==================== alu_seq
===== src/rtl/alu_seq.sv =====
// Command sequencer for the 32-bit ALU: runs 32-bit ops in one ALU pass and
// 64-bit add/sub/compare as two carry-chained passes, with valid/ready on both sides.
module alu_seq (
  input  logic        clk,
  input  logic        rst_n,
  input  logic        cmd_valid,
  output logic        cmd_ready,
  input  logic [2:0]  cmd_op,
  input  logic [63:0] cmd_a,
  input  logic [63:0] cmd_b,
  output logic        res_valid,
  input  logic        res_ready,
  output logic [63:0] res_y,
  output logic [3:0]  res_flags,
  output logic [31:0] alu_a,
  output logic [31:0] alu_b,
  output logic [31:0] alu_imm,
  output logic        alu_src,
  output logic        alu_bsel,
  output logic        alu_cisel,
  output logic        alu_logical_oa,
  output logic        alu_logicalop,
  input  logic [31:0] alu_y,
  input  logic        alu_c,
  input  logic        alu_v,
  input  logic        alu_n,
  input  logic        alu_z
);

  localparam int unsigned AluW  = 32;
  localparam int unsigned OpndW = 64;
  localparam int unsigned FlagW = 4;
  localparam int unsigned FlagZ = 2;
  localparam int unsigned FlagC = 1;

  typedef enum logic [1:0] {
    ST_IDLE,
    ST_LO,
    ST_HI,
    ST_DONE
  } state_e;

  typedef enum logic [2:0] {
    OP_ADD   = 3'b000,
    OP_SUB   = 3'b001,
    OP_AND   = 3'b010,
    OP_OR    = 3'b011,
    OP_ADDI  = 3'b100,
    OP_ADD64 = 3'b101,
    OP_SUB64 = 3'b110,
    OP_CMP64 = 3'b111
  } op_e;

  state_e             state_q, state_d;
  op_e                op_q, op_d;
  logic [OpndW-1:0]   a_q, a_d;
  logic [OpndW-1:0]   b_q, b_d;
  logic [OpndW-1:0]   y_q, y_d;
  logic [FlagW-1:0]   flags_q, flags_d;
  logic               is_wide;
  logic               is_sub;
  logic               is_cmp;

  assign res_y     = y_q;
  assign res_flags = flags_q;

  // State and datapath registers.
  always_ff @(posedge clk or negedge rst_n) begin
    if (!rst_n) begin
      state_q <= ST_IDLE;
      op_q    <= OP_ADD;
      a_q     <= '0;
      b_q     <= '0;
      y_q     <= '0;
      flags_q <= '0;
    end else begin
      state_q <= state_d;
      op_q    <= op_d;
      a_q     <= a_d;
      b_q     <= b_d;
      y_q     <= y_d;
      flags_q <= flags_d;
    end
  end

  // Next state, result capture and ALU control decode.
  always_comb begin
    state_d        = state_q;
    op_d           = op_q;
    a_d            = a_q;
    b_d            = b_q;
    y_d            = y_q;
    flags_d        = flags_q;
    cmd_ready      = 1'b0;
    res_valid      = 1'b0;
    alu_a          = '0;
    alu_b          = '0;
    alu_imm        = '0;
    alu_src        = 1'b0;
    alu_bsel       = 1'b0;
    alu_cisel      = 1'b0;
    alu_logical_oa = 1'b0;
    alu_logicalop  = 1'b0;

    is_wide = (op_q == OP_ADD64) || (op_q == OP_SUB64) || (op_q == OP_CMP64);
    is_sub  = (op_q == OP_SUB) || (op_q == OP_SUB64) || (op_q == OP_CMP64);
    is_cmp  = (op_q == OP_CMP64);

    case (state_q)
      ST_IDLE: begin
        cmd_ready = 1'b1;
        if (cmd_valid) begin
          op_d    = op_e'(cmd_op);
          a_d     = cmd_a;
          b_d     = cmd_b;
          state_d = ST_LO;
        end
      end

      ST_LO: begin
        alu_a = a_q[AluW-1:0];
        alu_b = b_q[AluW-1:0];
        case (op_q)
          OP_SUB, OP_SUB64, OP_CMP64: begin
            alu_bsel  = 1'b1;
            alu_cisel = 1'b1;
          end
          OP_AND: alu_logicalop = 1'b1;
          OP_OR: begin
            alu_logicalop  = 1'b1;
            alu_logical_oa = 1'b1;
          end
          OP_ADDI: begin
            alu_src = 1'b1;
            alu_imm = b_q[AluW-1:0];
          end
          default: ;
        endcase
        y_d     = is_cmp ? '0 : {AluW'(0), alu_y};
        flags_d = {alu_n, alu_z, alu_c, alu_v};
        state_d = is_wide ? ST_HI : ST_DONE;
      end

      ST_HI: begin
        // Upper half chains the carry captured from the lower pass.
        alu_a     = a_q[OpndW-1:AluW];
        alu_b     = b_q[OpndW-1:AluW];
        alu_bsel  = is_sub;
        alu_cisel = flags_q[FlagC];
        y_d[OpndW-1:AluW] = is_cmp ? '0 : alu_y;
        flags_d = {alu_n, flags_q[FlagZ] & alu_z, alu_c, alu_v};
        state_d = ST_DONE;
      end

      ST_DONE: begin
        res_valid = 1'b1;
        if (res_ready) begin
          state_d = ST_IDLE;
        end
      end

      default: state_d = ST_IDLE;
    endcase
  end

endmodule


===== config.mk =====
export PLATFORM = sky130hd
export DESIGN_NAME = alu_seq
export DESIGN_NICKNAME = d
export VERILOG_FILES = /design/src/rtl/alu_seq.sv
export SDC_FILE = /design/constraint.sdc
export NUM_CORES = 1
export LEC_CHECK = 0
export CAP_MARGIN = 0
export CORE_AREA = 3 3 159 161
export DETAILED_ROUTE_END_ITERATION = 16
export DIE_AREA = 0 0 162 164
export PLACE_DENSITY = 0.73
export SKIP_CTS_REPAIR_TIMING = 1
export SLEW_MARGIN = 20
export SYNTH_ARGS = -nofsm -noshare
export SYNTH_HDL_FRONTEND = slang
export SYNTH_SLANG_ARGS = --single-unit

===== constraint.sdc =====
create_clock -name clk -period 3.25 [get_ports clk]
set_input_delay 0.4875 -clock clk [delete_from_list [all_inputs] [get_ports clk]]
set_output_delay 0.4875 -clock clk [all_outputs]
set_load 0.02 [all_outputs]

==================== gph_serial_sum
### src/rtl/gph_pkg.sv
// Shared types and helpers for the serial generate/propagate/half-sum adder slice.
// Latency: n/a (declarations only).
// Backpressure: n/a.
package gph_pkg;

  localparam int GPH_WIDTH = 6;

  typedef enum logic [1:0] {
    IDLE  = 2'd0,
    ACCUM = 2'd1,
    DONE  = 2'd2
  } gph_state_t;

  // A legal triple from a generate cell satisfies p >= g and h == p & ~g
  // (x&y, x|y, x^y for some x, y).
  function automatic logic gph_consistent(input logic g, input logic p, input logic h);
    return !(g && !p) && (h == (p && !g));
  endfunction

endpackage

### src/rtl/gph_carry_cell.sv
// One ripple-carry stage fed by a (g,p,h) triple; also flags illegal triples.
// Latency: combinational.
// Backpressure: none.
// Ports: g/p/h current bit triple, c_in incoming carry; s sum bit, c_out carry out, bad illegal triple.
module gph_carry_cell
  import gph_pkg::*;
(
  input  logic g,
  input  logic p,
  input  logic h,
  input  logic c_in,
  output logic s,
  output logic c_out,
  output logic bad
);

  assign s     = h ^ c_in;
  assign c_out = g | (p & c_in);
  assign bad   = ~gph_consistent(g, p, h);

endmodule

### src/rtl/gph_serial_sum.sv
// Resolves a WIDTH-bit sum from LSB-first (g,p,h) beats, one carry stage per accepted beat.
// Latency: last beat accepted in cycle N -> out_valid in cycle N+1; WIDTH+1 cycles minimum per op.
// Backpressure: in_ready drops while a result is held; result held until out_valid & out_ready.
// Ports: clk/rst (async active-high); in_valid/in_ready/in_first/in_cin/in_g/in_p/in_h beat stream;
//        out_valid/out_ready result handshake; sum, cout, err result fields.
module gph_serial_sum
  import gph_pkg::*;
#(
  parameter int WIDTH = GPH_WIDTH,
  parameter int CNT_W = 3
) (
  input  logic             clk,
  input  logic             rst,
  input  logic             in_valid,
  output logic             in_ready,
  input  logic             in_first,
  input  logic             in_cin,
  input  logic             in_g,
  input  logic             in_p,
  input  logic             in_h,
  output logic             out_valid,
  input  logic             out_ready,
  output logic [WIDTH-1:0] sum,
  output logic             cout,
  output logic             err
);

  gph_state_t       state, state_nxt;
  logic [CNT_W-1:0] idx;
  logic             carry;
  logic             accept;
  logic             last_beat;
  logic             c_sel;
  logic             cell_s, cell_c, cell_bad;

  assign accept    = in_valid & in_ready;
  assign last_beat = (idx == CNT_W'(WIDTH - 1));
  // A first beat always starts from the supplied carry-in, also when it restarts ACCUM.
  assign c_sel     = in_first ? in_cin : carry;

  gph_carry_cell u_cell (
    .g     (in_g),
    .p     (in_p),
    .h     (in_h),
    .c_in  (c_sel),
    .s     (cell_s),
    .c_out (cell_c),
    .bad   (cell_bad)
  );

  always_ff @(posedge clk or posedge rst) begin
    if (rst) state <= IDLE;
    else     state <= state_nxt;
  end

  always_comb begin
    state_nxt = state;
    in_ready  = 1'b0;
    out_valid = 1'b0;
    case (state)
      IDLE: begin
        in_ready = ~rst;
        if (accept && in_first) state_nxt = ACCUM;
      end
      ACCUM: begin
        in_ready = ~rst;
        // A first beat here is a restart and never completes the operation.
        if (accept && !in_first && last_beat) state_nxt = DONE;
      end
      DONE: begin
        out_valid = 1'b1;
        if (out_ready) state_nxt = IDLE;
      end
      default: state_nxt = IDLE;
    endcase
  end

  always_ff @(posedge clk or posedge rst) begin
    if (rst) begin
      idx   <= '0;
      carry <= 1'b0;
      sum   <= '0;
      cout  <= 1'b0;
      err   <= 1'b0;
    end else begin
      case (state)
        IDLE: begin
          // Non-first beats in IDLE are consumed and dropped without touching err.
          if (accept && in_first) begin
            sum[0] <= cell_s;
            carry  <= cell_c;
            idx    <= CNT_W'(1);
            err    <= cell_bad;
          end
        end
        ACCUM: begin
          if (accept) begin
            if (in_first) begin
              sum[0] <= cell_s;
              carry  <= cell_c;
              idx    <= CNT_W'(1);
              err    <= 1'b1;
            end else begin
              sum[idx] <= cell_s;
              carry    <= cell_c;
              err      <= err | cell_bad;
              if (last_beat) begin
                cout <= cell_c;
                idx  <= '0;
              end else begin
                idx <= idx + CNT_W'(1);
              end
            end
          end
        end
        default: ;
      endcase
    end
  end

endmodule

### config.mk
export PLATFORM = sky130hd
export DESIGN_NAME = gph_serial_sum
export DESIGN_NICKNAME = d
export VERILOG_FILES = /design/src/rtl/gph_pkg.sv /design/src/rtl/gph_carry_cell.sv /design/src/rtl/gph_serial_sum.sv
export SDC_FILE = /design/constraint.sdc
export NUM_CORES = 1
export LEC_CHECK = 0
export ABC_AREA = 1
export CORE_MARGIN = 8
export CORE_UTILIZATION = 43
export CTS_BUF_LIST = sky130_fd_sc_hd__clkbuf_8 sky130_fd_sc_hd__clkbuf_16
export DETAILED_ROUTE_END_ITERATION = 6
export PLACE_DENSITY = 0.73
export SLEW_MARGIN = 30
export SYNTH_ARGS = -nofsm -noshare
export SYNTH_HDL_FRONTEND = slang
export SYNTH_SLANG_ARGS = --single-unit
### constraint.sdc
create_clock -name clk -period 1.2 [get_ports clk]
set_input_delay 0.36 -clock clk [delete_from_list [all_inputs] [get_ports clk]]
set_output_delay 0.36 -clock clk [all_outputs]
set_load 0.03 [all_outputs]

==> screenshots <==
Selected gate families.
panel A
The bar under the picture is 20 microns long.
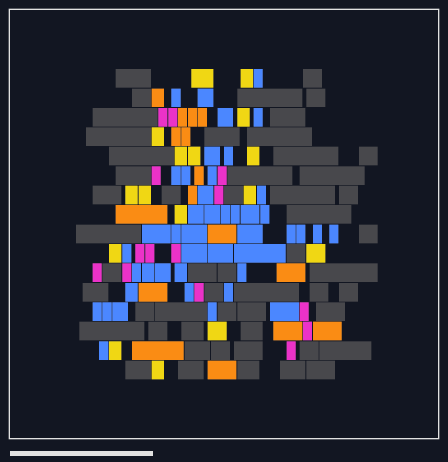
panel B
The bar under the picture is 50 microns long.
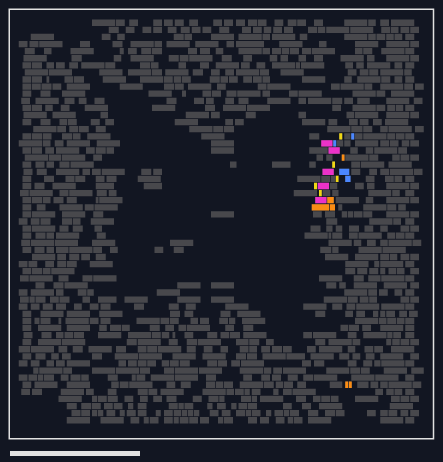
alu_seq -> panel B
gph_serial_sum -> panel A
Of these, most cells: panel B

gph_serial_sum/clk_routes.png
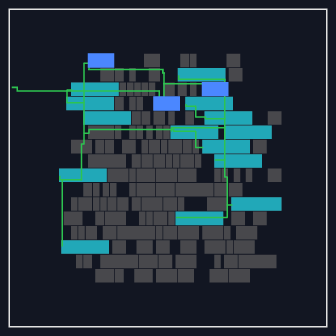
legend:
  blue:
    item: clock drivers
    count: 3
  green:
    item: clock wires
    length: 213 microns
  cyan:
    item: flip-flops
    count: 14
routed clock nets: 4
power share of the clock group: 18.6%
Clock Power: 0.000462 W
Clock Skew: 0.000789 ns
Worst-Skew Late Latency: 0.24 ns

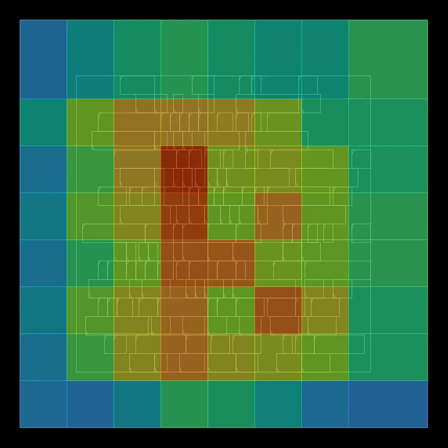
gph_serial_sum/congestion.png
met1 usage: 14.0%
Top Usage Layer GRT: met2
Total Routing Usage GR: 12.5%
Avg WL per Cell: 12.1 microns
met3 usage: 4.52%

==> reports/qor.yml, gph_serial_sum <==
layout:
  comb_area_share_pct: 36.8
  diodes: 0
  mostFrequentLayoutCell: "nand2_1"
  area_dominant_class: "combinational gates"
  syn_to_final_growth_pct: 56.5
  clockNetworkAreaShare_pct: 4.25
yosys:
  synth_seq_share_pct: 42.3
  fa_ha_area_share_pct: 0
  ys_sh_mux_pct: 0
  synth.avg_cell_area_sq_um: 8.04
  synthSimpleGateAreaFrac_pct: 41.1
  top_area_cell: "dfrtp_1"
cts:
  cts-root-buf: "clkbuf_8"
  hold_buffers: 0
  cts_htree_levels: 1
floorplanning:
  die_h_microns: 59.9
  coreArea_sq_um: 1880
outcome:
  violations: "negative setup slack"
  run_status: "finished with violations"
critical_path:
  crit_arrival_ns: 1.01
  r2r-start: "state[1]$_DFFE_PP0P_"
  start_kind: "register"
  critical_path_cell_count: 4
  reg2reg_slack_ns: -0.08
routing:
  maxUsedRoutingLayer: "met3"
  drtPass1Iterations: 4
  wl_met3_microns: 120
  postRouteAntennaNets: 0
  wl_met1_microns: 857
  vias_per_cell: 4.86
  dr.first_iter.drc_count: 23
placement:
  globalplace.congestion: 0.909
final_timing:
  relSlewSlack_pct: 76.2
  worst_slack_ns: -0.173
  setup_viol: 14
  period_minus_slack_ns: 1.37
power_and_ir_drop:
  swShare_pct: 41.3
  seq_power_share_pct: 29.7
global_route:
  grtUsageMet2_pct: 22.5
  grt_max_degree: 15
## gph_serial_sum: worst min-delay path: stages
cell	delay, ns
dlygate4sd2_1	0.27
inv_1	0.10
buf_12	0.15
## gph_serial_sum: repair_timing
item	in CTS	in global routing
pin swaps	4	2
endpoints found under the setup margin	16	18
cloned	1	0
buffers inserted	4	3
resized	19	5
## gph_serial_sum: power by group through the flow
stage | sequential, W | clock, W | combinational, W
5_1_grt | 0.000764 | 0.000495 | 0.00139
3_3_place_gp | 0.000730 | 0 | 0.00110
6_report | 0.000737 | 0.000462 | 0.00128
3_5_place_dp | 0.000737 | 0 | 0.00113
4_1_cts | 0.000731 | 0.000479 | 0.00121
2_1_floorplan | 0.000945 | 0 | 0.000459
## gph_serial_sum: metrics by stage
step | utilization [%] | total power, W | setup slack, ns
2_1_floorplan | - | 0.00140 | -0.0447
3_3_place_gp | 59.2 | 0.00183 | -0.377
3_5_place_dp | 59.2 | 0.00187 | -0.444
4_1_cts | 66.6 | 0.00242 | -0.182
5_1_grt | 68.9 | 0.00265 | -0.206
6_report | 68.9 | 0.00248 | -0.173
## gph_serial_sum: state kept, by name, indices dropped and copies added (netlist names)
signal,flops
err,1
carry,1
sum,6
idx,3
cout,1
state,2
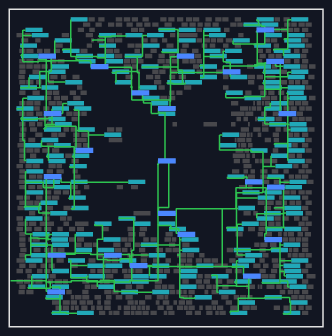
alu_seq/clk_routes.png
legend:
  cyan:
    item: flip-flops
    count: 201
  green:
    item: clock wires
    length: 2670 microns
  blue:
    item: clock drivers
    count: 23
flops lie: all over the die
routed clock nets: 24
Clock Skew: 0.00646 ns
power share of the clock group: 18.9%
Clock Power: 0.00251 W

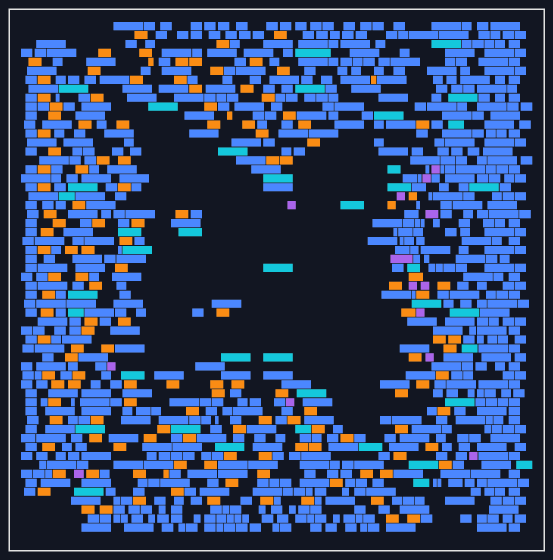
alu_seq/sizes.png
legend:
  cyan:
    size: _6 and larger
    cells: 40
    share: 4.3%
  purple:
    size: _3 and _4 cells
    cells: 14
    share: 1.5%
  blue:
    size: _0 and _1 cells
    cells: 735
    share: 79%
  orange:
    size: _2 cells
    cells: 142
    share: 15%
final setup margin: 0.119 ns
area grow syn2layout: 55.6%
final instance area: 12900 sq um

==> reports/qor.yml, alu_seq <==
yosys:
  yosysUniqueCellTypes: 26
  synth-edff-count: 0
  yosysWarnings: 0
  synth_seq_share_pct: 60.4
layout:
  final-comb-area_sq_um: 3080
  mostFrequentLayoutCell: "clkdlybuf4s50_1"
  logic_gates: 324
  final_util_pct: 53.7
  clockNetworkAreaShare_pct: 5.68
  final-nonclk-buf-share_pct: 28.4
global_route:
  grt_overflow: 0
  grt_antenna_before_repair: 1
outcome:
  run_status: "finished with violations"
  violations: "negative hold slack"
power_and_ir_drop:
  finalPower_w: 0.0133
  leakage_nw: 5.65
final_timing:
  hold_ws_ns: -0.0249
  hold_viol_final: 9
  grt_setup_unrepaired: "no"
  relSlewSlack_pct: 55.8
min_path:
  hp-class: "primary input to asynchronous set/reset pin"
floorplanning:
  die_h_microns: 164
routing:
  post-route-drc-count: 0
  dr.first_iter.drc_count: 325
  vias: 6315
cts:
  clockBufferDepth: 3
  clock-sinks: 201
  cts_buffers: 23
placement:
  dp_slack_ns: 0.614
job:
  warnings: 30
critical_path:
  critPathRequiredTime_ns: 2.76
  rr_worst_depth: 5
-- alu_seq: cells by family after synthesis --
kind of cell,count (synthesis),share of synthesized area [%]
DFF,201,60.4
AOI/OAI and AO/OA,136,14.1
muxes,135,18.3
buffers and inverters,53,2.89
and+or+nand+nor,48,3.53
adders and majority gates,5,0.752
-- alu_seq: power breakdown --
| group | leakage [nW] | switching [W] | internal (W) | total, W |
|---|---|---|---|---|
| Sequential | 2.45 | 0.000721 | 0.00366 | 0.00439 |
| Combinational | 2.83 | 0.00311 | 0.00329 | 0.00640 |
| Clock | 0.366 | 0.000996 | 0.00151 | 0.00251 |
| Total | 5.65 | 0.00482 | 0.00847 | 0.0133 |
-- alu_seq: worst max-delay path: stages (launching register included) --
cell and delay, ns:
dfrtp_1 0.40, inv_1 0.11, ha_1 0.31, and2_2 0.25, buf_12 0.21, a22o_1 0.19
clkdlybuf4s50_1 0.64
-- alu_seq: metal layers --
metal	vias to the layer above	track usage (%)	part of all wire [%]
met5	-	0	0.050
met1	3150	23.2	41
met3	44	5.22	8.5
met2	269	31.0	48
met4	2	5.58	2.6
li1	2850	-	-


==> screenshots <==
The metal 3 layer.
Cells faint in the background.
Plate I
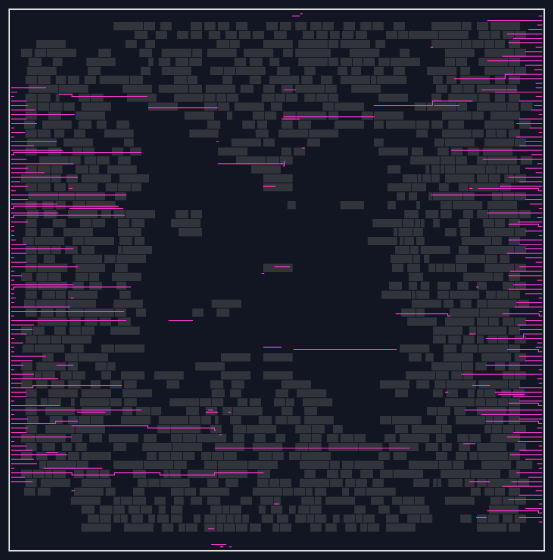
Plate II
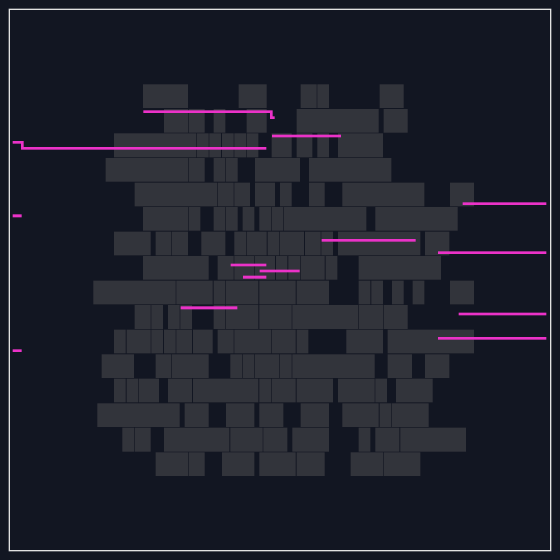
alu_seq -> Plate I
gph_serial_sum -> Plate II

Key to Plate I:
nets with wire on the layer: 223
longest straight run: 58.9 microns
share of all routed wire: 8.5%
wire length on this layer: 2180 microns
main direction: horizontal

Power figures rest on the tool's default switching activity, not on a simulated workload.
